######## block 1 ########
### src/rtl/video_pattern_gen.sv
// Raster timing generator with selectable Y/Cb/Cr test patterns.
// Emits one pixel per clock and feeds the filter chain.
module video_pattern_gen #(
  parameter int PIXEL_WIDTH = 8,
  parameter int H_ACTIVE    = 16,
  parameter int H_FP        = 2,
  parameter int H_SYNC      = 4,
  parameter int H_BP        = 2,
  parameter int V_ACTIVE    = 8,
  parameter int V_FP        = 1,
  parameter int V_SYNC      = 2,
  parameter int V_BP        = 1
) (
  input  logic                   clk,
  input  logic                   rst,
  input  logic                   en_i,
  input  logic [1:0]             pattern_i,
  output logic [PIXEL_WIDTH-1:0] y_o,
  output logic [PIXEL_WIDTH-1:0] cb_o,
  output logic [PIXEL_WIDTH-1:0] cr_o,
  output logic                   de_o,
  output logic                   hs_o,
  output logic                   vs_o,
  output logic                   sof_o,
  output logic                   busy_o
);
  localparam int H_TOTAL = H_ACTIVE + H_FP + H_SYNC + H_BP;
  localparam int V_TOTAL = V_ACTIVE + V_FP + V_SYNC + V_BP;
  localparam int HW = $clog2(H_TOTAL);
  localparam int VW = $clog2(V_TOTAL);

  localparam logic [HW-1:0] H_LAST = HW'(H_TOTAL - 1);
  localparam logic [VW-1:0] V_LAST = VW'(V_TOTAL - 1);

  localparam logic [31:0] H_ACT  = 32'(H_ACTIVE);
  localparam logic [31:0] V_ACT  = 32'(V_ACTIVE);
  localparam logic [31:0] HS_BEG = 32'(H_ACTIVE + H_FP);
  localparam logic [31:0] HS_END = 32'(H_ACTIVE + H_FP + H_SYNC);
  localparam logic [31:0] VS_BEG = 32'(V_ACTIVE + V_FP);
  localparam logic [31:0] VS_END = 32'(V_ACTIVE + V_FP + V_SYNC);

  localparam logic [PIXEL_WIDTH-1:0] MID =
    {1'b1, {(PIXEL_WIDTH-1){1'b0}}};
  localparam logic [PIXEL_WIDTH-1:0] MAX = {PIXEL_WIDTH{1'b1}};

  localparam logic [0:0] IDLE = 1'b0;
  localparam logic [0:0] RUN  = 1'b1;

  logic [0:0]             state_q, state_d;
  logic [HW-1:0]          h_q, h_d;
  logic [VW-1:0]          v_q, v_d;
  logic [1:0]             pat_q, pat_d;
  logic [PIXEL_WIDTH-1:0] y_q, y_d;
  logic [PIXEL_WIDTH-1:0] cb_q, cb_d;
  logic [PIXEL_WIDTH-1:0] cr_q, cr_d;
  logic                   de_q, de_d;
  logic                   hs_q, hs_d;
  logic                   vs_q, vs_d;
  logic                   sof_q, sof_d;

  logic [31:0] h32, v32;
  logic        h_last, v_last, act;

  assign h32    = 32'(h_q);
  assign v32    = 32'(v_q);
  assign h_last = (h_q == H_LAST);
  assign v_last = (v_q == V_LAST);

  always_comb begin
    state_d = state_q;
    h_d     = h_q;
    v_d     = v_q;
    pat_d   = pat_q;
    y_d     = '0;
    cb_d    = '0;
    cr_d    = '0;
    de_d    = 1'b0;
    hs_d    = 1'b0;
    vs_d    = 1'b0;
    sof_d   = 1'b0;
    act     = 1'b0;
    unique case (1'b1)
      (state_q == RUN): begin
        h_d = h_last ? '0 : h_q + 1'b1;
        if (h_last) v_d = v_last ? '0 : v_q + 1'b1;
        // frame boundary: the only point where pattern/run may change
        if (h_last && v_last) begin
          if (en_i) pat_d = pattern_i;
          else      state_d = IDLE;
        end
        act   = (h32 < H_ACT) && (v32 < V_ACT);
        de_d  = act;
        hs_d  = (h32 >= HS_BEG) && (h32 < HS_END);
        vs_d  = (v32 >= VS_BEG) && (v32 < VS_END);
        sof_d = (h32 == '0) && (v32 == '0);
        if (act) begin
          cb_d = MID;
          cr_d = MID;
          unique case (pat_q)
            2'd0:    y_d = MID;
            2'd1:    y_d = h32[PIXEL_WIDTH-1:0];
            2'd2:    y_d = v32[PIXEL_WIDTH-1:0];
            default: y_d = (h32[3] ^ v32[3]) ? MAX : '0;
          endcase
        end
      end
      default: begin
        h_d = '0;
        v_d = '0;
        if (en_i) begin
          pat_d   = pattern_i;
          state_d = RUN;
        end
      end
    endcase
  end

  always_ff @(posedge clk or negedge rst) begin
    if (!rst) begin
      state_q <= IDLE;
      h_q     <= '0;
      v_q     <= '0;
      pat_q   <= '0;
      y_q     <= '0;
      cb_q    <= '0;
      cr_q    <= '0;
      de_q    <= 1'b0;
      hs_q    <= 1'b0;
      vs_q    <= 1'b0;
      sof_q   <= 1'b0;
    end else begin
      state_q <= state_d;
      h_q     <= h_d;
      v_q     <= v_d;
      pat_q   <= pat_d;
      y_q     <= y_d;
      cb_q    <= cb_d;
      cr_q    <= cr_d;
      de_q    <= de_d;
      hs_q    <= hs_d;
      vs_q    <= vs_d;
      sof_q   <= sof_d;
    end
  end

  assign y_o    = y_q;
  assign cb_o   = cb_q;
  assign cr_o   = cr_q;
  assign de_o   = de_q;
  assign hs_o   = hs_q;
  assign vs_o   = vs_q;
  assign sof_o  = sof_q;
  assign busy_o = (state_q == RUN);

endmodule
### config.mk
export PLATFORM = sky130hd
export DESIGN_NAME = video_pattern_gen
export DESIGN_NICKNAME = d
export VERILOG_FILES = /design/src/rtl/video_pattern_gen.sv
export SDC_FILE = /design/constraint.sdc
export NUM_CORES = 1
export LEC_CHECK = 0
export ABC_CLOCK_PERIOD_IN_PS = 3300
export CAP_MARGIN = 20
export CELL_PAD_IN_SITES_DETAIL_PLACEMENT = 0
export CELL_PAD_IN_SITES_GLOBAL_PLACEMENT = 1
export CORE_MARGIN = 1.5
export CORE_UTILIZATION = 38
export DETAILED_ROUTE_END_ITERATION = 16
export PLACE_DENSITY = 0.9
export SYNTH_ARGS = -nofsm -noshare
export SYNTH_HDL_FRONTEND = slang
export SYNTH_SLANG_ARGS = --single-unit
### constraint.sdc
create_clock -name clk -period 3.3 [get_ports clk]
set_input_delay 0.33 -clock clk [delete_from_list [all_inputs] [get_ports clk]]
set_output_delay 0.33 -clock clk [all_outputs]
set_load 0.005 [all_outputs]
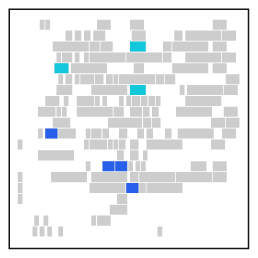
Figure 1: block 1, selected gate families.
(4 px per um)
[multiplexers] cyan | cells: 3
[XOR/XNOR gates] blue | cells: 4

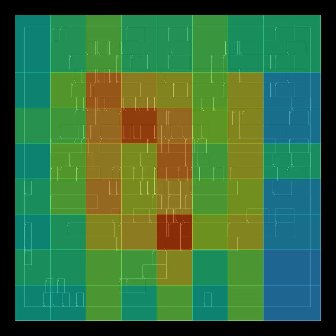
Figure 2: block 1, routing congestion map.
grt peak-use layer: met2
total track usage: 12.7%
GR Util met3: 2.62%

==> results.txt <==
Status of the implementation.

- The power in combinational cells is 0.0153 mW, for reference.
- The worst setup path is captured at a register.
- Before antenna repair, the detailed router went through 4 iterations.
- The switching power share of the total is between 20 and 25%, for reference.
- Looking at the area split, the leading class of cells is sequential cells.
- The number of signal-net buffers in the layout is 20, for reference.
- The synthesized design devotes to its leading area cell type 47.5% of total area.
- After detailed routing, the total wire length is roughly 2 mm.
- Of the combinational cells, the family taking the most area is simple AND/OR/NAND/NOR gates.
- Per the Yosys statistics, synthesis produced 119 cells.
- The internal cell power is 0.333 mW, for reference.
- The layout inverter count without the clock tree is 9, for reference.
- The fraction of final cell area spent on clock buffers and inverters in this run is 1.97%.
- The worst-case hold slack is about 0.28 ns, for reference.
- The horizontal extent of the die is 59.5 um, for reference.
- The Yosys step of the flow raised 0 warnings.
- The cell count after synthesis came out at between 100 and 150.
- The largest net degree at the start of global routing is 24, for reference.
- The TritonCTS buffer count is 3, for reference.
- The final layout contains a sequential cell count of 23.
- The first-pass GRT wire length is 3.22 mm, for reference.
- TritonRoute output was used to compute an average wire per cell of approximately 11 um.
- Once placement finished, the instance area stood at 0.00136 mm2.
- In the final timing run, aggregate negative setup slack is 0 ns.
- The start point of the critical path is h_q[1], for reference.
- Setup repair after global routing left no endpoint under its margin.
- The finished layout reports a core utilization of 46.2%.
- TritonCTS built the clock tree.
- The total count of max-transition violations in the final report is 0, for reference.
- The worst min-delay path class is input pin to async pin, for reference.
- The leakage dissipation is 0.673 nW, for reference.
- The data required time reported for the critical path is 3.54 ns.
- The number of cells on the worst reg-to-reg path is 4, for reference.
- The final layout report lists a filler cell count of roughly 290.
- The total overflow reported by the global router is 0, for reference.
- The total power consumption of the routed design is 0.425 mW, for reference.
- The storage element area is 576 um2, for reference.
- The area added between synthesis and finish is 15.6%, for reference.
- The worst setup path is launched from a register.
- The most common cell in the synthesized netlist is sky130_fd_sc_hd__dfrtp_1, for reference.
- The flow ran to the end, and the final reports show no timing, DRC or antenna violations.
- The count of multi-input combinational gates is 80, for reference.
critical path: stages (launching register included):
cell and delay, ns:
sky130_fd_sc_hd__dfrtp_1 0.44, sky130_fd_sc_hd__ha_1 0.30, sky130_fd_sc_hd__nand4b_4 0.21, sky130_fd_sc_hd__or4b_1 0.54
sky130_fd_sc_hd__a31oi_1 0.16
metal layers:
metal / vias up / part of all wire [%] / global-route usage [%]
li1: 396 / - / -
met1: 368 / 43 / 15.5
met2: 30 / 51 / 19.9
met3: 4 / 4.4 / 2.62
met4: 0 / 2.2 / 8.44
met5: - / 0 / 0

######## block 2 ########
Figure 3. Routing congestion map (block 2).
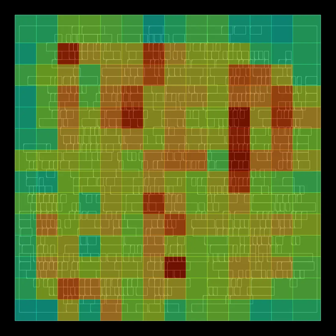
Figure 4. Close-up of the layout (block 2).
Window x 62 to 87, y 62 to 87 um. Cells in grey, sequential cells in the stronger grey; small squares are vias.
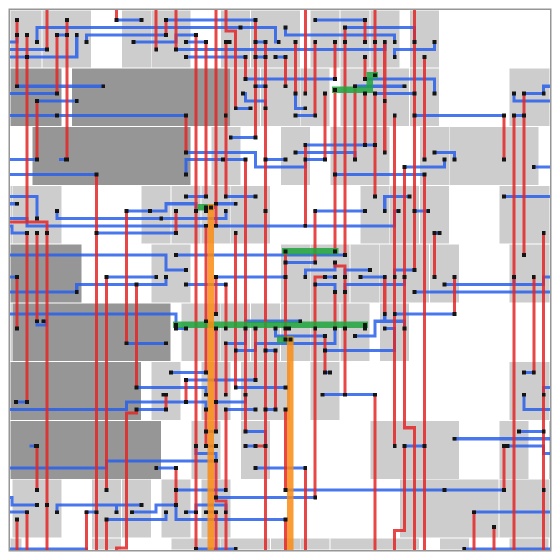
Figure 5. Selected gate families (block 2).
(3 px per um)
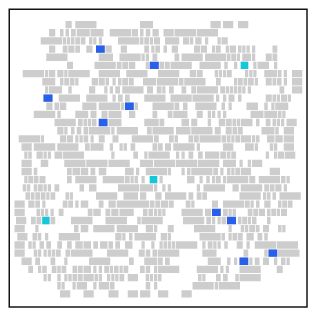
### config.mk
export PLATFORM = sky130hd
export DESIGN_NAME = result_display
export DESIGN_NICKNAME = d
export VERILOG_FILES = /design/src/rtl/result_display_pkg.sv /design/src/rtl/result_display_bcd_to_seg.sv /design/src/rtl/result_display.sv
export SDC_FILE = /design/constraint.sdc
export NUM_CORES = 1
export LEC_CHECK = 0
export ABC_AREA = 1
export CORE_UTILIZATION = 50
export CTS_CLUSTER_SIZE = 10
export DETAILED_ROUTE_END_ITERATION = 10
export PLACE_DENSITY = 0.7
export SYNTH_ARGS = -nofsm -noshare
export SYNTH_HDL_FRONTEND = slang
export SYNTH_SLANG_ARGS = --single-unit
### constraint.sdc
create_clock -name clk -period 4.7 [get_ports clk]
set_clock_uncertainty 0.1 [all_clocks]
set_input_delay 0.47 -clock clk [delete_from_list [all_inputs] [get_ports clk]]
set_output_delay 0.47 -clock clk [all_outputs]
set_load 0.01 [all_outputs]
### src/rtl/result_display_pkg.sv
// rtl/result_display_pkg.sv - shared types, sizes and segment codes for the result display
package result_display_pkg;

    typedef enum logic {
        ST_IDLE    = 1'b0,
        ST_CONVERT = 1'b1
    } state_e;

    localparam int NUM_DIGITS = 6;
    localparam int BCD_W      = 20;
    localparam int DATA_W     = 17;

    // Active-low, bit order gfedcba
    localparam logic [6:0] SEG_0     = 7'b1000000;
    localparam logic [6:0] SEG_1     = 7'b1111001;
    localparam logic [6:0] SEG_2     = 7'b0100100;
    localparam logic [6:0] SEG_3     = 7'b0110000;
    localparam logic [6:0] SEG_4     = 7'b0011001;
    localparam logic [6:0] SEG_5     = 7'b0010010;
    localparam logic [6:0] SEG_6     = 7'b0000010;
    localparam logic [6:0] SEG_7     = 7'b1111000;
    localparam logic [6:0] SEG_8     = 7'b0000000;
    localparam logic [6:0] SEG_9     = 7'b0010000;
    localparam logic [6:0] SEG_MINUS = 7'b0111111;
    localparam logic [6:0] SEG_BLANK = 7'b1111111;

    function automatic logic [BCD_W-1:0] dabble_adjust(input logic [BCD_W-1:0] bcd);
        logic [BCD_W-1:0] r;
        r = bcd;
        for (int i = 0; i < BCD_W / 4; i++) begin
            if (r[4*i +: 4] >= 4'd5) begin
                r[4*i +: 4] = r[4*i +: 4] + 4'd3;
            end
        end
        return r;
    endfunction

endpackage

### src/rtl/result_display_bcd_to_seg.sv
// rtl/result_display_bcd_to_seg.sv - one BCD digit to active-low seven-segment code
import result_display_pkg::*;

module bcd_to_seg (
    input  logic [3:0] digit,
    input  logic       blank,
    output logic [6:0] seg
);

    always_comb begin
        seg = SEG_BLANK;
        if (!blank) begin
            case (digit)
                4'd0:    seg = SEG_0;
                4'd1:    seg = SEG_1;
                4'd2:    seg = SEG_2;
                4'd3:    seg = SEG_3;
                4'd4:    seg = SEG_4;
                4'd5:    seg = SEG_5;
                4'd6:    seg = SEG_6;
                4'd7:    seg = SEG_7;
                4'd8:    seg = SEG_8;
                4'd9:    seg = SEG_9;
                default: seg = SEG_BLANK;
            endcase
        end
    end

endmodule

### src/rtl/result_display.sv
// rtl/result_display.sv - signed divider result to scanned six-digit seven-segment display
import result_display_pkg::*;

module result_display #(
    parameter int REFRESH_CYCLES = 50000
) (
    input  logic        clk,
    input  logic        reset,
    input  logic        valid_output,
    input  logic [16:0] final_output,
    input  logic        mode,
    output logic        busy,
    output logic        overrun,
    output logic [5:0]  an,
    output logic [6:0]  seg,
    output logic        dp
);

    localparam int RW = (REFRESH_CYCLES > 1) ? $clog2(REFRESH_CYCLES) : 1;

    state_e            state_q, state_d;
    logic [DATA_W-1:0] mag_q, mag_d;
    logic [BCD_W-1:0]  bcd_q, bcd_d;
    logic [4:0]        bit_cnt_q, bit_cnt_d;
    logic              cap_sign_q, cap_sign_d;
    logic              cap_mode_q, cap_mode_d;
    logic [BCD_W-1:0]  disp_bcd_q, disp_bcd_d;
    logic              disp_sign_q, disp_sign_d;
    logic              disp_mode_q, disp_mode_d;
    logic              disp_valid_q, disp_valid_d;
    logic              busy_q, busy_d;
    logic              overrun_q, overrun_d;
    logic [RW-1:0]     refresh_q, refresh_d;
    logic [2:0]        digit_idx_q, digit_idx_d;

    logic [BCD_W-1:0]  bcd_adj;
    logic [3:0]        cur_nibble;
    logic              lead_zero;
    logic [6:0]        dec_seg;

    always_comb begin
        state_d      = state_q;
        mag_d        = mag_q;
        bcd_d        = bcd_q;
        bit_cnt_d    = bit_cnt_q;
        cap_sign_d   = cap_sign_q;
        cap_mode_d   = cap_mode_q;
        disp_bcd_d   = disp_bcd_q;
        disp_sign_d  = disp_sign_q;
        disp_mode_d  = disp_mode_q;
        disp_valid_d = disp_valid_q;
        busy_d       = busy_q;
        overrun_d    = 1'b0;
        bcd_adj      = dabble_adjust(bcd_q);

        case (state_q)
            ST_IDLE: begin
                if (valid_output) begin
                    cap_sign_d = final_output[16];
                    mag_d      = final_output[16] ? (~final_output + 17'd1) : final_output;
                    cap_mode_d = mode;
                    bcd_d      = '0;
                    bit_cnt_d  = '0;
                    busy_d     = 1'b1;
                    state_d    = ST_CONVERT;
                end
            end
            ST_CONVERT: begin
                // A strobe here, including on the final conversion cycle, is dropped
                overrun_d = valid_output;
                bcd_d     = {bcd_adj[BCD_W-2:0], mag_q[DATA_W-1]};
                mag_d     = {mag_q[DATA_W-2:0], 1'b0};
                bit_cnt_d = bit_cnt_q + 5'd1;
                if (bit_cnt_q == 5'(DATA_W - 1)) begin
                    disp_bcd_d   = bcd_d;
                    disp_sign_d  = cap_sign_q;
                    disp_mode_d  = cap_mode_q;
                    disp_valid_d = 1'b1;
                    busy_d       = 1'b0;
                    state_d      = ST_IDLE;
                end
            end
            default: state_d = ST_IDLE;
        endcase

        refresh_d   = refresh_q + 1'b1;
        digit_idx_d = digit_idx_q;
        if (refresh_q == RW'(REFRESH_CYCLES - 1)) begin
            refresh_d   = '0;
            digit_idx_d = (digit_idx_q == 3'(NUM_DIGITS - 1)) ? 3'd0 : digit_idx_q + 3'd1;
        end
    end

    always_ff @(posedge clk) begin
        if (reset) begin
            state_q      <= ST_IDLE;
            mag_q        <= '0;
            bcd_q        <= '0;
            bit_cnt_q    <= '0;
            cap_sign_q   <= 1'b0;
            cap_mode_q   <= 1'b0;
            disp_bcd_q   <= '0;
            disp_sign_q  <= 1'b0;
            disp_mode_q  <= 1'b0;
            disp_valid_q <= 1'b0;
            busy_q       <= 1'b0;
            overrun_q    <= 1'b0;
            refresh_q    <= '0;
            digit_idx_q  <= '0;
        end else begin
            state_q      <= state_d;
            mag_q        <= mag_d;
            bcd_q        <= bcd_d;
            bit_cnt_q    <= bit_cnt_d;
            cap_sign_q   <= cap_sign_d;
            cap_mode_q   <= cap_mode_d;
            disp_bcd_q   <= disp_bcd_d;
            disp_sign_q  <= disp_sign_d;
            disp_mode_q  <= disp_mode_d;
            disp_valid_q <= disp_valid_d;
            busy_q       <= busy_d;
            overrun_q    <= overrun_d;
            refresh_q    <= refresh_d;
            digit_idx_q  <= digit_idx_d;
        end
    end

    // A digit above 0 is blank when it and every digit to its left are zero
    always_comb begin
        cur_nibble = 4'd0;
        lead_zero  = 1'b1;
        case (digit_idx_q)
            3'd0: begin cur_nibble = disp_bcd_q[3:0];   lead_zero = 1'b0; end
            3'd1: begin cur_nibble = disp_bcd_q[7:4];   lead_zero = (disp_bcd_q[19:4]  == '0); end
            3'd2: begin cur_nibble = disp_bcd_q[11:8];  lead_zero = (disp_bcd_q[19:8]  == '0); end
            3'd3: begin cur_nibble = disp_bcd_q[15:12]; lead_zero = (disp_bcd_q[19:12] == '0); end
            3'd4: begin cur_nibble = disp_bcd_q[19:16]; lead_zero = (disp_bcd_q[19:16] == '0); end
            default: begin cur_nibble = 4'd0; lead_zero = 1'b1; end
        endcase
    end

    bcd_to_seg u_bcd_to_seg (
        .digit (cur_nibble),
        .blank (!disp_valid_q || lead_zero),
        .seg   (dec_seg)
    );

    assign an      = ~(6'b000001 << digit_idx_q);
    assign seg     = (digit_idx_q == 3'd5) ? (disp_sign_q ? SEG_MINUS : SEG_BLANK) : dec_seg;
    assign dp      = !((digit_idx_q == 3'd5) && disp_mode_q);
    assign busy    = busy_q;
    assign overrun = overrun_q;

endmodule

==> results.txt <==
Status of the implementation.

- Adding up every negative setup slack in the final design gives 0 ns.
- The initial antenna violation count came to 0.
- The largest registers in the layout are bcd_q x20, disp_bcd_q x20, mag_q x17.
- The level count of the clock H-tree is 3, for reference.
- The timing report notes that buffer and inverter cells on the critical path total 3.
- The sequential element share of the synthesized area is 38.1%, for reference.
- The tap cell instance count is about 110, for reference.
- The detailed router put a total of 5.00 mm of wire on met1.
- The arrival time of data at the critical path endpoint is 2.89 ns, for reference.
- Max-cap violations in this run came to 0.
- The critical path launch point type is a register, for reference.
- The total count of max-transition violations in the final report is 0, for reference.
- The number of global-route vias before repair is 3969, for reference.
- The post-synthesis chip area from yosys is 0.00468 mm2, for reference.
- For reference, the critical path is captured by seg[4].
- The clock buffer count in the final layout is 10, for reference.
- For this run, the slowest stage of the critical path takes 0.52 ns.
- In this run the critical register-to-register path is launched from state_q.
- The top logic cell by instance count in the layout is sky130_fd_sc_hd__nand2_1, for reference.
- The final layout report lists a filler cell count of 835.
- The number of cells on the worst reg-to-reg path is 5.
- Per the OpenROAD power report, leakage power amounts to 2.07 nW.
- The cts-stage hold buffer count is 0, for reference.
- In the final layout, excluding clock inverters the inverter count is around 92.
- The post-detailed-placement cell area is between 0.005 and 0.006 mm2, for reference.
- The flop share of the area is approximately a third, for reference.
- The number of instances in the placed design is 781, for reference.
- Walking the worst path, the cells encountered are inv_4 -> ha_1 -> nand2_1 -> nand2_1 -> nor2_4 -> inv_1 -> ha_1 -> or2_2 -> nand2_1 -> nand2_1 -> nand2_1 -> clkdlybuf4s50_1.
- The run finished with clean final reports.
- The via count is about 4400, for reference.
## Picture notes: Figure 3
total track usage: 22.0%
grt peak-use layer: met2
post-DR wirelength/cell: 12.7 um
GRT met2 Usage: 36.3%
GR Util met3: 3.83%

## Picture notes: Figure 4
[metal 3] green
[metal 2] red
[metal 4] orange
[metal 1] blue
most frequent: nand2_1 (14), inv_1 (13), nor2_1 (10)
sequential cells in the window: 5
netlist names of flops here include: `disp_bcd_q` (5)
cells with their middle in the window: 65

## Picture notes: Figure 5
[XOR/XNOR gates] blue | cells: 9
[AND-OR and OR-AND gates] cyan | cells: 3

[cells by family after synthesis]
| kind of cell | Yosys count | synth area share, % |
|---|---|---|
| and+or+nand+nor | 291 | 28.7 |
| AOI/OAI and AO/OA | 134 | 16.5 |
| buffers and inverters | 116 | 9.68 |
| DFF | 89 | 38.1 |
| adders and majority gates | 20 | 5.35 |
| xor gates and xnor gates | 9 | 1.69 |
[power by group]
part	leakage (nW)	internal [mW]	total [mW]	switching [mW]
clock network	0.0981	0.256	0.518	0.262
logic	1.25	0.0415	0.0990	0.0576
registers	0.721	0.769	0.781	0.0120

######## block 3 ########
Figure 6. Close-up of the layout (block 3).
Window x 60 to 85, y 60 to 85 um. Cells in grey, sequential cells in the stronger grey; small squares are vias.
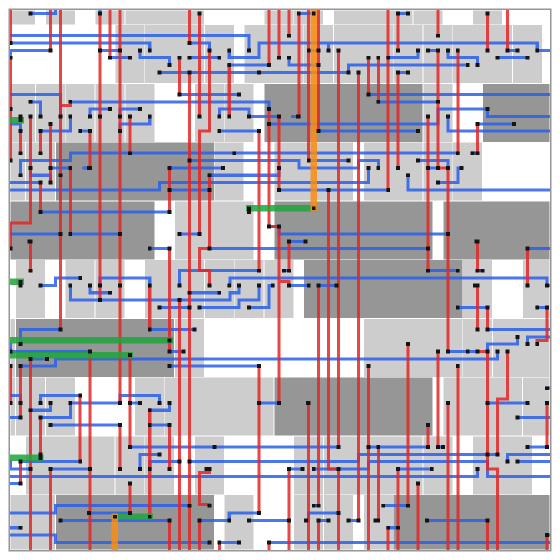
Figure 7. Routing congestion map (block 3).
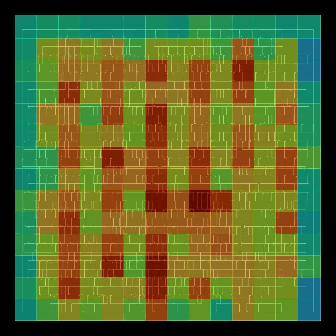
Figure 8. Selected gate families (block 3).
(3 px per um)
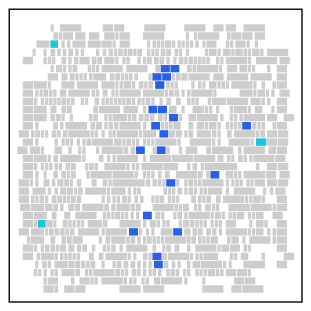
<file path="src/rtl/fb_pkg.sv">
// Shared constants and types for the framebuffer write arbiter.
// Optional macro FB_FILL_CLIP_EN enables fill clipping to the screen.
package fb_pkg;

  localparam int FB_WIDTH    = 1024;
  localparam int FB_HEIGHT   = 768;
  localparam int ADDR_WIDTH  = 20;
  localparam int COORD_WIDTH = 10;

  typedef enum logic {
    IDLE = 1'b0,
    FILL = 1'b1
  } fb_state_e;

  typedef struct packed {
    logic [COORD_WIDTH-1:0] x0;
    logic [COORD_WIDTH-1:0] y0;
    logic [COORD_WIDTH-1:0] x1;
    logic [COORD_WIDTH-1:0] y1;
    logic                   color;
  } fill_cmd_t;

endpackage

</file>
<file path="src/rtl/fb_write_arbiter_if.sv">
// CPU single-pixel write channel (valid/ready handshake).
// Master is the CPU side, slave is the arbiter.
interface fb_write_arbiter_if;
  import fb_pkg::*;

  logic                  cpu_wr_valid;
  logic                  cpu_wr_ready;
  logic [ADDR_WIDTH-1:0] cpu_wr_addr;
  logic                  cpu_wr_data;

  modport master (
    output cpu_wr_valid,
    output cpu_wr_addr,
    output cpu_wr_data,
    input  cpu_wr_ready
  );

  modport slave (
    input  cpu_wr_valid,
    input  cpu_wr_addr,
    input  cpu_wr_data,
    output cpu_wr_ready
  );

endinterface

</file>
<file path="src/rtl/fb_fill_seq.sv">
// Rectangle-fill sequencer: corner normalisation, row-major counters.
// FB_FILL_CLIP_EN clamps the rectangle to the visible screen.
module fb_fill_seq
  import fb_pkg::*;
(
  input  logic                  clk,
  input  logic                  rst,
  input  logic                  start,
  input  fill_cmd_t             cmd,
  input  logic                  grant,
  output logic                  req,
  output logic [ADDR_WIDTH-1:0] addr,
  output logic                  color,
  output logic                  last,
  output logic                  empty
);

  fb_state_e state, state_n;

  logic [COORD_WIDTH-1:0] xmin, xmax;
  logic [COORD_WIDTH-1:0] ymin, ymax;
  logic [COORD_WIDTH-1:0] cx, cy;

  logic [COORD_WIDTH-1:0] nx_min, nx_max;
  logic [COORD_WIDTH-1:0] ny_min, ny_max;
  logic                   go;
  logic                   oob;

  assign go = start && (state == IDLE);

  always_comb begin
    nx_min = (cmd.x0 < cmd.x1) ? cmd.x0 : cmd.x1;
    nx_max = (cmd.x0 < cmd.x1) ? cmd.x1 : cmd.x0;
    ny_min = (cmd.y0 < cmd.y1) ? cmd.y0 : cmd.y1;
    ny_max = (cmd.y0 < cmd.y1) ? cmd.y1 : cmd.y0;
    oob    = 1'b0;
`ifdef FB_FILL_CLIP_EN
    if (32'(nx_max) > FB_WIDTH - 1)
      nx_max = COORD_WIDTH'(FB_WIDTH - 1);
    if (32'(ny_max) > FB_HEIGHT - 1)
      ny_max = COORD_WIDTH'(FB_HEIGHT - 1);
    oob = (32'(nx_min) >= FB_WIDTH) ||
          (32'(ny_min) >= FB_HEIGHT);
`endif
  end

  assign empty = go && oob;
  assign req   = (state == FILL);
  assign last  = (cx == xmax) && (cy == ymax);
  assign addr  = ADDR_WIDTH'({cy, cx});

  always_comb begin
    state_n = state;
    unique case (state)
      IDLE: if (go && !oob) state_n = FILL;
      FILL: if (grant && last) state_n = IDLE;
      default: state_n = IDLE;
    endcase
  end

  always_ff @(posedge clk) begin
    if (rst) begin
      state <= IDLE;
      xmin  <= '0;
      xmax  <= '0;
      ymin  <= '0;
      ymax  <= '0;
      cx    <= '0;
      cy    <= '0;
      color <= 1'b0;
    end else begin
      state <= state_n;
      if (go) begin
        xmin  <= nx_min;
        xmax  <= nx_max;
        ymin  <= ny_min;
        ymax  <= ny_max;
        cx    <= nx_min;
        cy    <= ny_min;
        color <= cmd.color;
      end else if (req && grant) begin
        if (cx == xmax) begin
          cx <= xmin;
          cy <= cy + 1'b1;
        end else begin
          cx <= cx + 1'b1;
        end
      end
    end
  end

endmodule

</file>
<file path="src/rtl/fb_write_arbiter.sv">
// Shares the framebuffer write port between CPU stores and the fill engine.
// Optional macro FB_FILL_CLIP_EN clips fills to the visible screen.
module fb_write_arbiter
  import fb_pkg::*;
#(
  parameter int STARVE_LIMIT = 4
) (
  input  logic                   clk,
  input  logic                   rst,
  fb_write_arbiter_if.slave      cpu,
  input  logic                   fill_start,
  input  logic [COORD_WIDTH-1:0] fill_x0,
  input  logic [COORD_WIDTH-1:0] fill_y0,
  input  logic [COORD_WIDTH-1:0] fill_x1,
  input  logic [COORD_WIDTH-1:0] fill_y1,
  input  logic                   fill_color,
  output logic                   fill_busy,
  output logic                   fill_done,
  output logic                   fb_we,
  output logic [ADDR_WIDTH-1:0]  fb_addr,
  output logic                   fb_din
);

  localparam int CW = $clog2(STARVE_LIMIT + 1);

  fill_cmd_t             cmd;
  logic                  seq_req;
  logic [ADDR_WIDTH-1:0] seq_addr;
  logic                  seq_color;
  logic                  seq_last;
  logic                  seq_empty;

  logic [CW-1:0] starve_cnt;
  logic          force_fill;
  logic          cpu_gnt;
  logic          fill_gnt;

  assign cmd = '{
    x0:    fill_x0,
    y0:    fill_y0,
    x1:    fill_x1,
    y1:    fill_y1,
    color: fill_color
  };

  fb_fill_seq u_seq (
    .clk   (clk),
    .rst   (rst),
    .start (fill_start),
    .cmd   (cmd),
    .grant (fill_gnt),
    .req   (seq_req),
    .addr  (seq_addr),
    .color (seq_color),
    .last  (seq_last),
    .empty (seq_empty)
  );

  assign fill_busy  = seq_req;
  assign force_fill = seq_req &&
                      (starve_cnt == CW'(STARVE_LIMIT));
  assign cpu.cpu_wr_ready = !force_fill;
  assign cpu_gnt  = cpu.cpu_wr_valid && !force_fill;
  assign fill_gnt = seq_req && !cpu_gnt;

  // Saturating count of CPU wins while a fill waits.
  always_ff @(posedge clk) begin
    if (rst) begin
      starve_cnt <= '0;
    end else if (!seq_req || fill_gnt) begin
      starve_cnt <= '0;
    end else if (cpu_gnt &&
                 starve_cnt != CW'(STARVE_LIMIT)) begin
      starve_cnt <= starve_cnt + CW'(1);
    end
  end

  always_ff @(posedge clk) begin
    if (rst) begin
      fb_we     <= 1'b0;
      fb_addr   <= '0;
      fb_din    <= 1'b0;
      fill_done <= 1'b0;
    end else begin
      fb_we     <= cpu_gnt || fill_gnt;
      fill_done <= (fill_gnt && seq_last) || seq_empty;
      unique case (1'b1)
        cpu_gnt: begin
          fb_addr <= cpu.cpu_wr_addr;
          fb_din  <= cpu.cpu_wr_data;
        end
        fill_gnt: begin
          fb_addr <= seq_addr;
          fb_din  <= seq_color;
        end
        default: ;
      endcase
    end
  end

endmodule
</file>
<file path="src/flat_wrapper.sv">
// flat-port wrapper written by rule: the top's interface ports become plain ports
module fb_write_arbiter_flat import fb_pkg::*;
#(
  parameter int STARVE_LIMIT = 4
)
  (clk, rst, fill_start, fill_x0, fill_y0, fill_x1, fill_y1, fill_color, fill_busy, fill_done, fb_we, fb_addr, fb_din, cpu_cpu_wr_valid, cpu_cpu_wr_addr, cpu_cpu_wr_data, cpu_cpu_wr_ready);
  fb_write_arbiter_if cpu_i ();
  input  logic clk;
  input  logic rst;
  input  logic fill_start;
  input  logic [COORD_WIDTH-1:0] fill_x0;
  input  logic [COORD_WIDTH-1:0] fill_y0;
  input  logic [COORD_WIDTH-1:0] fill_x1;
  input  logic [COORD_WIDTH-1:0] fill_y1;
  input  logic fill_color;
  output logic fill_busy;
  output logic fill_done;
  output logic fb_we;
  output logic [ADDR_WIDTH-1:0] fb_addr;
  output logic fb_din;
  input wire logic [$bits(cpu_i.cpu_wr_valid)-1:0] cpu_cpu_wr_valid;
  input wire logic [$bits(cpu_i.cpu_wr_addr)-1:0] cpu_cpu_wr_addr;
  input wire logic [$bits(cpu_i.cpu_wr_data)-1:0] cpu_cpu_wr_data;
  output wire logic [$bits(cpu_i.cpu_wr_ready)-1:0] cpu_cpu_wr_ready;
  assign cpu_i.cpu_wr_valid = cpu_cpu_wr_valid;
  assign cpu_i.cpu_wr_addr = cpu_cpu_wr_addr;
  assign cpu_i.cpu_wr_data = cpu_cpu_wr_data;
  assign cpu_cpu_wr_ready = cpu_i.cpu_wr_ready;
  fb_write_arbiter #(.STARVE_LIMIT(STARVE_LIMIT)) u_core (.clk(clk), .rst(rst), .cpu(cpu_i), .fill_start(fill_start), .fill_x0(fill_x0), .fill_y0(fill_y0), .fill_x1(fill_x1), .fill_y1(fill_y1), .fill_color(fill_color), .fill_busy(fill_busy), .fill_done(fill_done), .fb_we(fb_we), .fb_addr(fb_addr), .fb_din(fb_din));
endmodule
</file>
<file path="config.mk">
export PLATFORM = sky130hd
export DESIGN_NAME = fb_write_arbiter_flat
export DESIGN_NICKNAME = d
export VERILOG_FILES = /design/src/rtl/fb_pkg.sv /design/src/rtl/fb_write_arbiter_if.sv /design/src/rtl/fb_fill_seq.sv /design/src/rtl/fb_write_arbiter.sv /design/src/flat_wrapper.sv
export SDC_FILE = /design/constraint.sdc
export NUM_CORES = 1
export LEC_CHECK = 0
export ABC_AREA = 1
export CAP_MARGIN = 20
export CORE_MARGIN = 2
export CORE_UTILIZATION = 58
export CTS_CLUSTER_DIAMETER = 200
export DETAILED_ROUTE_END_ITERATION = 6
export HOLD_SLACK_MARGIN = 0.03
export PLACE_DENSITY = 0.87
export SETUP_SLACK_MARGIN = 0.4
export SLEW_MARGIN = 20
export SYNTH_ARGS = -nofsm -noshare
export SYNTH_HDL_FRONTEND = slang
export SYNTH_SLANG_ARGS = --single-unit
</file>
<file path="constraint.sdc">
create_clock -name clk -period 4.1 [get_ports clk]
set_clock_uncertainty 0.1 [all_clocks]
set_input_delay 0.41 -clock clk [delete_from_list [all_inputs] [get_ports clk]]
set_output_delay 0.41 -clock clk [all_outputs]
set_load 0.02 [all_outputs]
</file>
==> results.txt <==
Status of the implementation.

- The biggest fanout along the worst timing path is 25, for reference.
- Summed over all routing layers, the global router reports a total usage of about 28%.
- The run finished with clean final reports.
- The tightest hold path in the finished design has a slack of 0.357 ns.
- The maximum clock insertion buffer count is 2, for reference.
- The delay of the slowest cell on the worst path is approximately 0.5 ns, for reference.
- The power density over cell area is 354 mW/mm2, for reference.
- The clock tree from TritonCTS is done, for reference.
- The synthesized design devotes to its leading area cell type 31.1% of total area.
- The startpoint of the worst hold path is u_core.starve_cnt[0], for reference.
- The worst min-delay path class is register to register, for reference.
- Summed over all nets, wire length on met2 after detailed routing comes to 6.13 mm.
- The synthesis log from Yosys contains 0 warnings.
- In this run the mean area of a mapped cell was approximately 6 um2.
- The share of final-layout standard cells stronger than drive strength 1 is 4.59%, for reference.
- According to the finish report, the design has a final net count of 977.
About Figure 6:
[metal 2] red
[metal 3] green
[metal 4] orange
[metal 1] blue
cells with their middle in the window: 67
netlist names of flops here include: `u_core.fb_addr` (4), `u_core.u_seq.cy` (3)
most frequent: nand2_1 (25), inv_1 (10), dfxtp_1 (10)
sequential cells in the window: 10

About Figure 7:
global routing usage on met1: 39.3%
GR Util met3: 3.53%

About Figure 8:
[XOR/XNOR gates] blue | cells: 20
[AND-OR and OR-AND gates] cyan | cells: 3

[cell families (layout without fill, tap and decap cells)]
group / count (synthesis) / after routing
simple gates: 403 / 403
buf+inv: 176 / 252
compound gates: 119 / 119
flops: 78 / 78
fa+ha+maj: 22 / 22
xor+xnor: 20 / 20
[flip-flops by register name, summed over array words and instances (netlist names), 3 cells and up]
register and flops:
u_core.u_seq.cx 10, u_core.fb_addr 20, u_core.starve_cnt 3, u_core.u_seq.xmin 10, u_core.u_seq.cy 10, u_core.u_seq.ymax 10
u_core.u_seq.xmax 10

######## block 4 ########
Figure 9. The metal 1 layer (block 4).
(1.5 px per um)
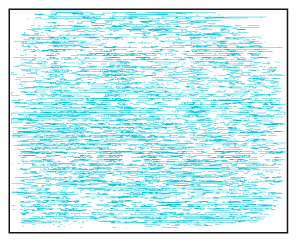
Figure 10. Routing congestion map (block 4).
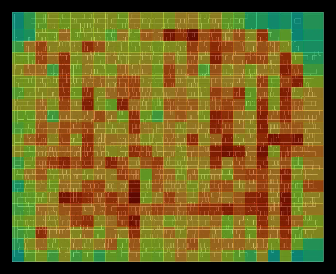
[config.mk]
export PLATFORM = sky130hd
export DESIGN_NAME = cnn_mac_engine
export DESIGN_NICKNAME = d
export VERILOG_FILES = /design/src/rtl/cnn_pkg.sv /design/src/rtl/cnn_sat16.sv /design/src/rtl/cnn_mac_engine.sv
export SDC_FILE = /design/constraint.sdc
export NUM_CORES = 1
export LEC_CHECK = 0
export CORE_ASPECT_RATIO = 0.8
export CORE_UTILIZATION = 64
export CTS_CLUSTER_SIZE = 30
export DETAILED_ROUTE_END_ITERATION = 12
export GPL_TIMING_DRIVEN = 0
export HOLD_SLACK_MARGIN = 0.15
export PLACE_DENSITY_LB_ADDON = 0.08
export SETUP_SLACK_MARGIN = 0.02
export SLEW_MARGIN = 10
export SYNTH_ARGS = -nofsm -noshare
export SYNTH_HDL_FRONTEND = slang
export SYNTH_SLANG_ARGS = --single-unit
[constraint.sdc]
create_clock -name clk -period 10.5 [get_ports clk]
set_clock_uncertainty 0.2 [all_clocks]
set_input_delay 2.625 -clock clk [delete_from_list [all_inputs] [get_ports clk]]
set_output_delay 2.625 -clock clk [all_outputs]
set_load 0.1 [all_outputs]
[src/rtl/cnn_pkg.sv]
// cnn_pkg -- shared definitions for the CNN MAC engine.
// Holds the default datapath widths and the controller state type used by
// cnn_mac_engine and cnn_sat16.
package cnn_pkg;

  localparam int P_DATA_W = 16;  // memory word / pixel / weight / result width
  localparam int P_ADDR_W = 8;   // RAM address width (256 words)
  localparam int P_ACC_W  = 40;  // signed accumulator width
  localparam int P_FRAC   = 8;   // fractional bits of the Q8.8 format

  typedef enum logic [2:0] {
    IDLE   = 3'd0,
    RD_IMG = 3'd1,
    RD_WGT = 3'd2,
    MAC    = 3'd3,
    OUT    = 3'd4
  } state_t;

endpackage

[src/rtl/cnn_sat16.sv]
// cnn_sat16 -- combinational rescale and saturate of the accumulator.
// Ports:
//   acc    in  : signed accumulator (ACC_W bits, 2*FRAC fractional bits)
//   result out : acc >>> FRAC clipped to the signed DATA_W range
//   sat    out : high when clipping took place
module cnn_sat16
  import cnn_pkg::*;
#(
  parameter int DATA_W = P_DATA_W,
  parameter int ACC_W  = P_ACC_W,
  parameter int FRAC   = P_FRAC
) (
  input  logic signed [ACC_W-1:0]  acc,
  output logic        [DATA_W-1:0] result,
  output logic                     sat
);

  // Largest and smallest representable DATA_W values, extended to ACC_W.
  localparam logic signed [ACC_W-1:0] MAX_V =
    {{(ACC_W-DATA_W+1){1'b0}}, {(DATA_W-1){1'b1}}};
  localparam logic signed [ACC_W-1:0] MIN_V =
    {{(ACC_W-DATA_W+1){1'b1}}, {(DATA_W-1){1'b0}}};

  logic signed [ACC_W-1:0] shifted;

  // Arithmetic shift truncates towards minus infinity, then clip.
  always_comb begin
    shifted = acc >>> FRAC;
    result  = shifted[DATA_W-1:0];
    sat     = 1'b0;
    if (shifted > MAX_V) begin
      result = MAX_V[DATA_W-1:0];
      sat    = 1'b1;
    end else if (shifted < MIN_V) begin
      result = MIN_V[DATA_W-1:0];
      sat    = 1'b1;
    end else begin
      result = shifted[DATA_W-1:0];
      sat    = 1'b0;
    end
  end

endmodule

[src/rtl/cnn_mac_engine.sv]
// cnn_mac_engine -- sequential Q8.8 dot product over a single-port RAM.
// Reads pixel[i] and weight[i] alternately (1-cycle read latency), accumulates
// their products, then presents the rescaled, saturated result with a
// valid/ready handshake.
// Ports:
//   clk, reset            : clock, synchronous active-high reset
//   start, img_base,
//   wgt_base, len         : operation request (sampled in IDLE only)
//   busy                  : high whenever not IDLE
//   mem_rd_en, mem_addr,
//   mem_rdata             : RAM read port, data valid 1 cycle after rd_en
//   result, sat           : Q8.8 dot product and clip flag
//   result_valid,
//   result_ready, done    : result handshake, done pulses on acceptance
module cnn_mac_engine
  import cnn_pkg::*;
#(
  parameter int DATA_W = P_DATA_W,
  parameter int ADDR_W = P_ADDR_W,
  parameter int ACC_W  = P_ACC_W,
  parameter int FRAC   = P_FRAC
) (
  input  logic              clk,
  input  logic              reset,
  input  logic              start,
  input  logic [ADDR_W-1:0] img_base,
  input  logic [ADDR_W-1:0] wgt_base,
  input  logic [7:0]        len,
  output logic              busy,
  output logic              mem_rd_en,
  output logic [ADDR_W-1:0] mem_addr,
  input  logic [DATA_W-1:0] mem_rdata,
  output logic [DATA_W-1:0] result,
  output logic              sat,
  output logic              result_valid,
  input  logic              result_ready,
  output logic              done
);

  state_t state, state_next;

  logic [ADDR_W-1:0]        img_base_r, wgt_base_r;
  logic [7:0]               len_r, idx;
  logic signed [DATA_W-1:0] pixel;
  logic signed [ACC_W-1:0]  acc;
  logic [DATA_W-1:0]        result_r;
  logic                     sat_r, valid_r;

  logic signed [2*DATA_W-1:0] prod;
  logic [DATA_W-1:0]          sat_result;
  logic                       sat_flag;

  assign prod = pixel * $signed(mem_rdata);

  cnn_sat16 #(
    .DATA_W (DATA_W),
    .ACC_W  (ACC_W),
    .FRAC   (FRAC)
  ) u_sat (
    .acc    (acc),
    .result (sat_result),
    .sat    (sat_flag)
  );

  // State register.
  always_ff @(posedge clk) begin
    if (reset) state <= IDLE;
    else       state <= state_next;
  end

  // Next-state decode.
  always_comb begin
    state_next = state;
    case (state)
      IDLE: begin
        if (start) state_next = (len == 8'd0) ? OUT : RD_IMG;
        else       state_next = IDLE;
      end
      RD_IMG: state_next = RD_WGT;
      RD_WGT: state_next = MAC;
      MAC: begin
        if ((idx + 8'd1) == len_r) state_next = OUT;
        else                       state_next = RD_IMG;
      end
      OUT: begin
        // Only a presented result can be accepted; the first OUT cycle loads it.
        if (valid_r && result_ready) state_next = IDLE;
        else                         state_next = OUT;
      end
      default: state_next = IDLE;
    endcase
  end

  // Operand latch, accumulation and result register.
  always_ff @(posedge clk) begin
    if (reset) begin
      img_base_r <= '0;
      wgt_base_r <= '0;
      len_r      <= 8'd0;
      idx        <= 8'd0;
      pixel      <= '0;
      acc        <= '0;
      result_r   <= '0;
      sat_r      <= 1'b0;
      valid_r    <= 1'b0;
    end else begin
      case (state)
        IDLE: begin
          if (start) begin
            img_base_r <= img_base;
            wgt_base_r <= wgt_base;
            len_r      <= len;
            idx        <= 8'd0;
            acc        <= '0;
          end
        end
        RD_WGT: pixel <= $signed(mem_rdata);
        MAC: begin
          acc <= acc + ACC_W'(prod);
          idx <= idx + 8'd1;
        end
        OUT: begin
          if (!valid_r) begin
            result_r <= sat_result;
            sat_r    <= sat_flag;
            valid_r  <= 1'b1;
          end else if (result_ready) begin
            valid_r  <= 1'b0;
          end
        end
        default: ;
      endcase
    end
  end

  // Read port: pixel address in RD_IMG, weight address in RD_WGT.
  always_comb begin
    mem_rd_en = 1'b0;
    mem_addr  = '0;
    if (!reset) begin
      case (state)
        RD_IMG: begin
          mem_rd_en = 1'b1;
          mem_addr  = img_base_r + ADDR_W'(idx);
        end
        RD_WGT: begin
          mem_rd_en = 1'b1;
          mem_addr  = wgt_base_r + ADDR_W'(idx);
        end
        default: begin
          mem_rd_en = 1'b0;
          mem_addr  = '0;
        end
      endcase
    end
  end

  // Status and result outputs, forced low while reset is held.
  assign busy         = !reset && (state != IDLE);
  assign result_valid = !reset && valid_r;
  assign result       = reset ? '0 : result_r;
  assign sat          = !reset && sat_r;
  assign done         = !reset && (state == OUT) && valid_r && result_ready;

endmodule

==> results.txt <==
Status of the implementation.

- The run finished with clean final reports.
- The average vias per placed instance is 5.50, for reference.
- The first global-routing pass estimated a little over 70 mm of wire.
- The final timing summary puts the cycle share of the worst path at 93.9%.
- The detailed router reports a met3 wire length of between 3 and 4 mm.
- Per the gpl log, the routability congestion estimate is 0.911.
- The number of instances in the placed design is 2392, for reference.
- The area used by multi-input combinational logic is 0.0129 mm2, for reference.
- Of all flip-flops after synthesis, the portion carrying an async set or reset was 0%.
- Data on the critical path arrives at its endpoint at 9.88 ns.
- The count of antenna-violating nets left after detailed routing is 0, for reference.
- Counting both buffers and inverters, the worst setup path holds a total of 7.
- Hold timing on the final database bottoms out at a slack of between 0.2 and 0.3 ns.
- The met3 usage in global routing is under 10%, for reference.
- The top routing layer in use is met4, for reference.
- The total overflow reported by the global router is 0, for reference.
- The total die size is about 0.027 mm2, for reference.
- The worst path required time is between 10 and 15 ns, for reference.
- Measured along the x axis, the die boundary spans 185 um.
- The register with the most flip-flops in the layout has 40 of them.
- Per the layout report, the design carries 146 non-clock buffers.
- In the Yosys stats the netlist draws on 62 distinct library cells.
- The post-synthesis chip area from yosys is 0.0171 mm2, for reference.
- The largest registers in the layout are acc x40, pixel x16, result_r x16.
- Once the clock tree was built, the setup fixing pass inserted 0 buffers.
- When the netlist entered floorplanning its net count stood at 2464.
- On the worst path, the slowest cell contributes a delay of 0.76 ns.
- The biggest area contributor in the post-synthesis netlist is sky130_fd_sc_hd__fa_1.
- The main flop type is sky130_fd_sc_hd__dfxtp_1, for reference.
- The OpenROAD warning count is 27, for reference.
- The area-dominant cell class after layout is combinational gates, for reference.
- 0 antenna diodes ended up in the layout.
- about 73 I/O pins were placed.
- The adder-cell share of the synthesized area is 47.9%, for reference.
- The commonest cells after synthesis are 436 x sky130_fd_sc_hd__inv_1, 331 x sky130_fd_sc_hd__fa_1, 285 x sky130_fd_sc_hd__nand2_1.
- Per the run report, area growth between synthesis and finish was 8.51%.
- The tightest min-delay check is of the register to register type.
- In this run the cell area of the synthesized design comes to 0.0171 mm2.
- The synth_stat.txt file lists the number of cells as about 2000.
- After routing the design area is 0.0185 mm2.
- For reference, the final report shows the hold violation count at 0.
- Summed over all failing endpoints, the final setup total negative slack is 0 ns.
- The clock passes through at most 2 buffers.
- At the end of the flow, the number of nets in the layout was 2544.
- The standard cell with the maximum stage delay on the critical path is sky130_fd_sc_hd__fa_1, for reference.
Notes on Figure 9 above:
wire length on this layer: 19600 um
main direction: horizontal

Notes on Figure 10 above:
post-DR wirelength/cell: 17.8 um
global routing usage on met1: 50.6%
share of the core filled with cells: 70.7%
total track usage: 34.0%

[power by group]
| part | switching (mW) | internal [mW] |
|---|---|---|
| sequential | 0.0392 | 0.441 |
| clock | 0.171 | 0.189 |
| combinational | 1.57 | 0.995 |
[path summary, 6_finish.rpt]
check / startpoint / to / cells after the start / slack (ns)
hold reg to reg: img_base_r[6] / img_base_r[6] / 2 / 0.26
setup / recovery: mem_rdata[1] / acc[38] / 23 / 0.64
setup reg to reg: pixel[15] / acc[38] / 23 / 2.96
hold / removal: img_base_r[6] / img_base_r[6] / 2 / 0.26


==> notes/layouts.md <==
Pictures saved along the way, in no particular order.

Sequential cells grouped by signal name.
Plate I
(4 px per um) Other sequential cells in the stronger grey, the rest of the logic in the fainter grey.
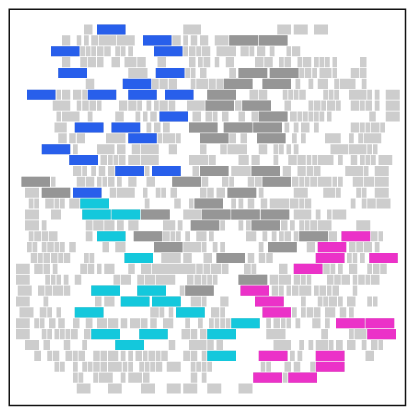
Plate II
(2 px per um) Other sequential cells in the stronger grey, the rest of the logic in the fainter grey.
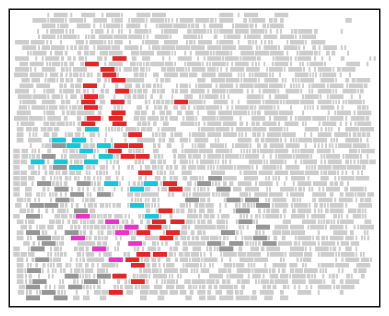
Plate III
(8 px per um) Other sequential cells in the stronger grey, the rest of the logic in the fainter grey.
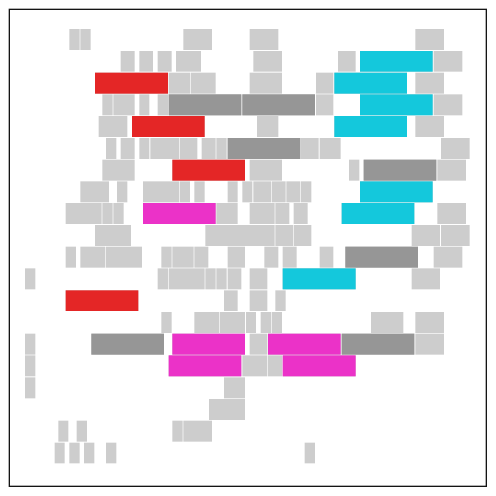
Plate IV
(4 px per um) Other sequential cells in the stronger grey, the rest of the logic in the fainter grey.
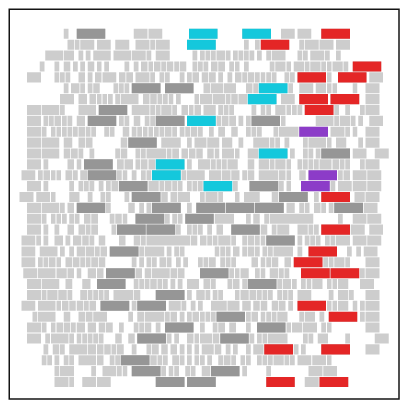
For block 3, see Plate IV.
For block 4, see Plate II.
For block 1, see Plate III.
For block 2, see Plate I.
The one with the most sequential cells is Plate II.
The one with the smallest die is Plate III.

Key to Plate IV:
[`u_core.fb_addr`] red | placed flops: 20
[`u_core.starve_cnt`] purple | placed flops: 3
[`u_core.u_seq.cy`] cyan | placed flops: 10

Power is estimated from default activity; no workload was simulated.
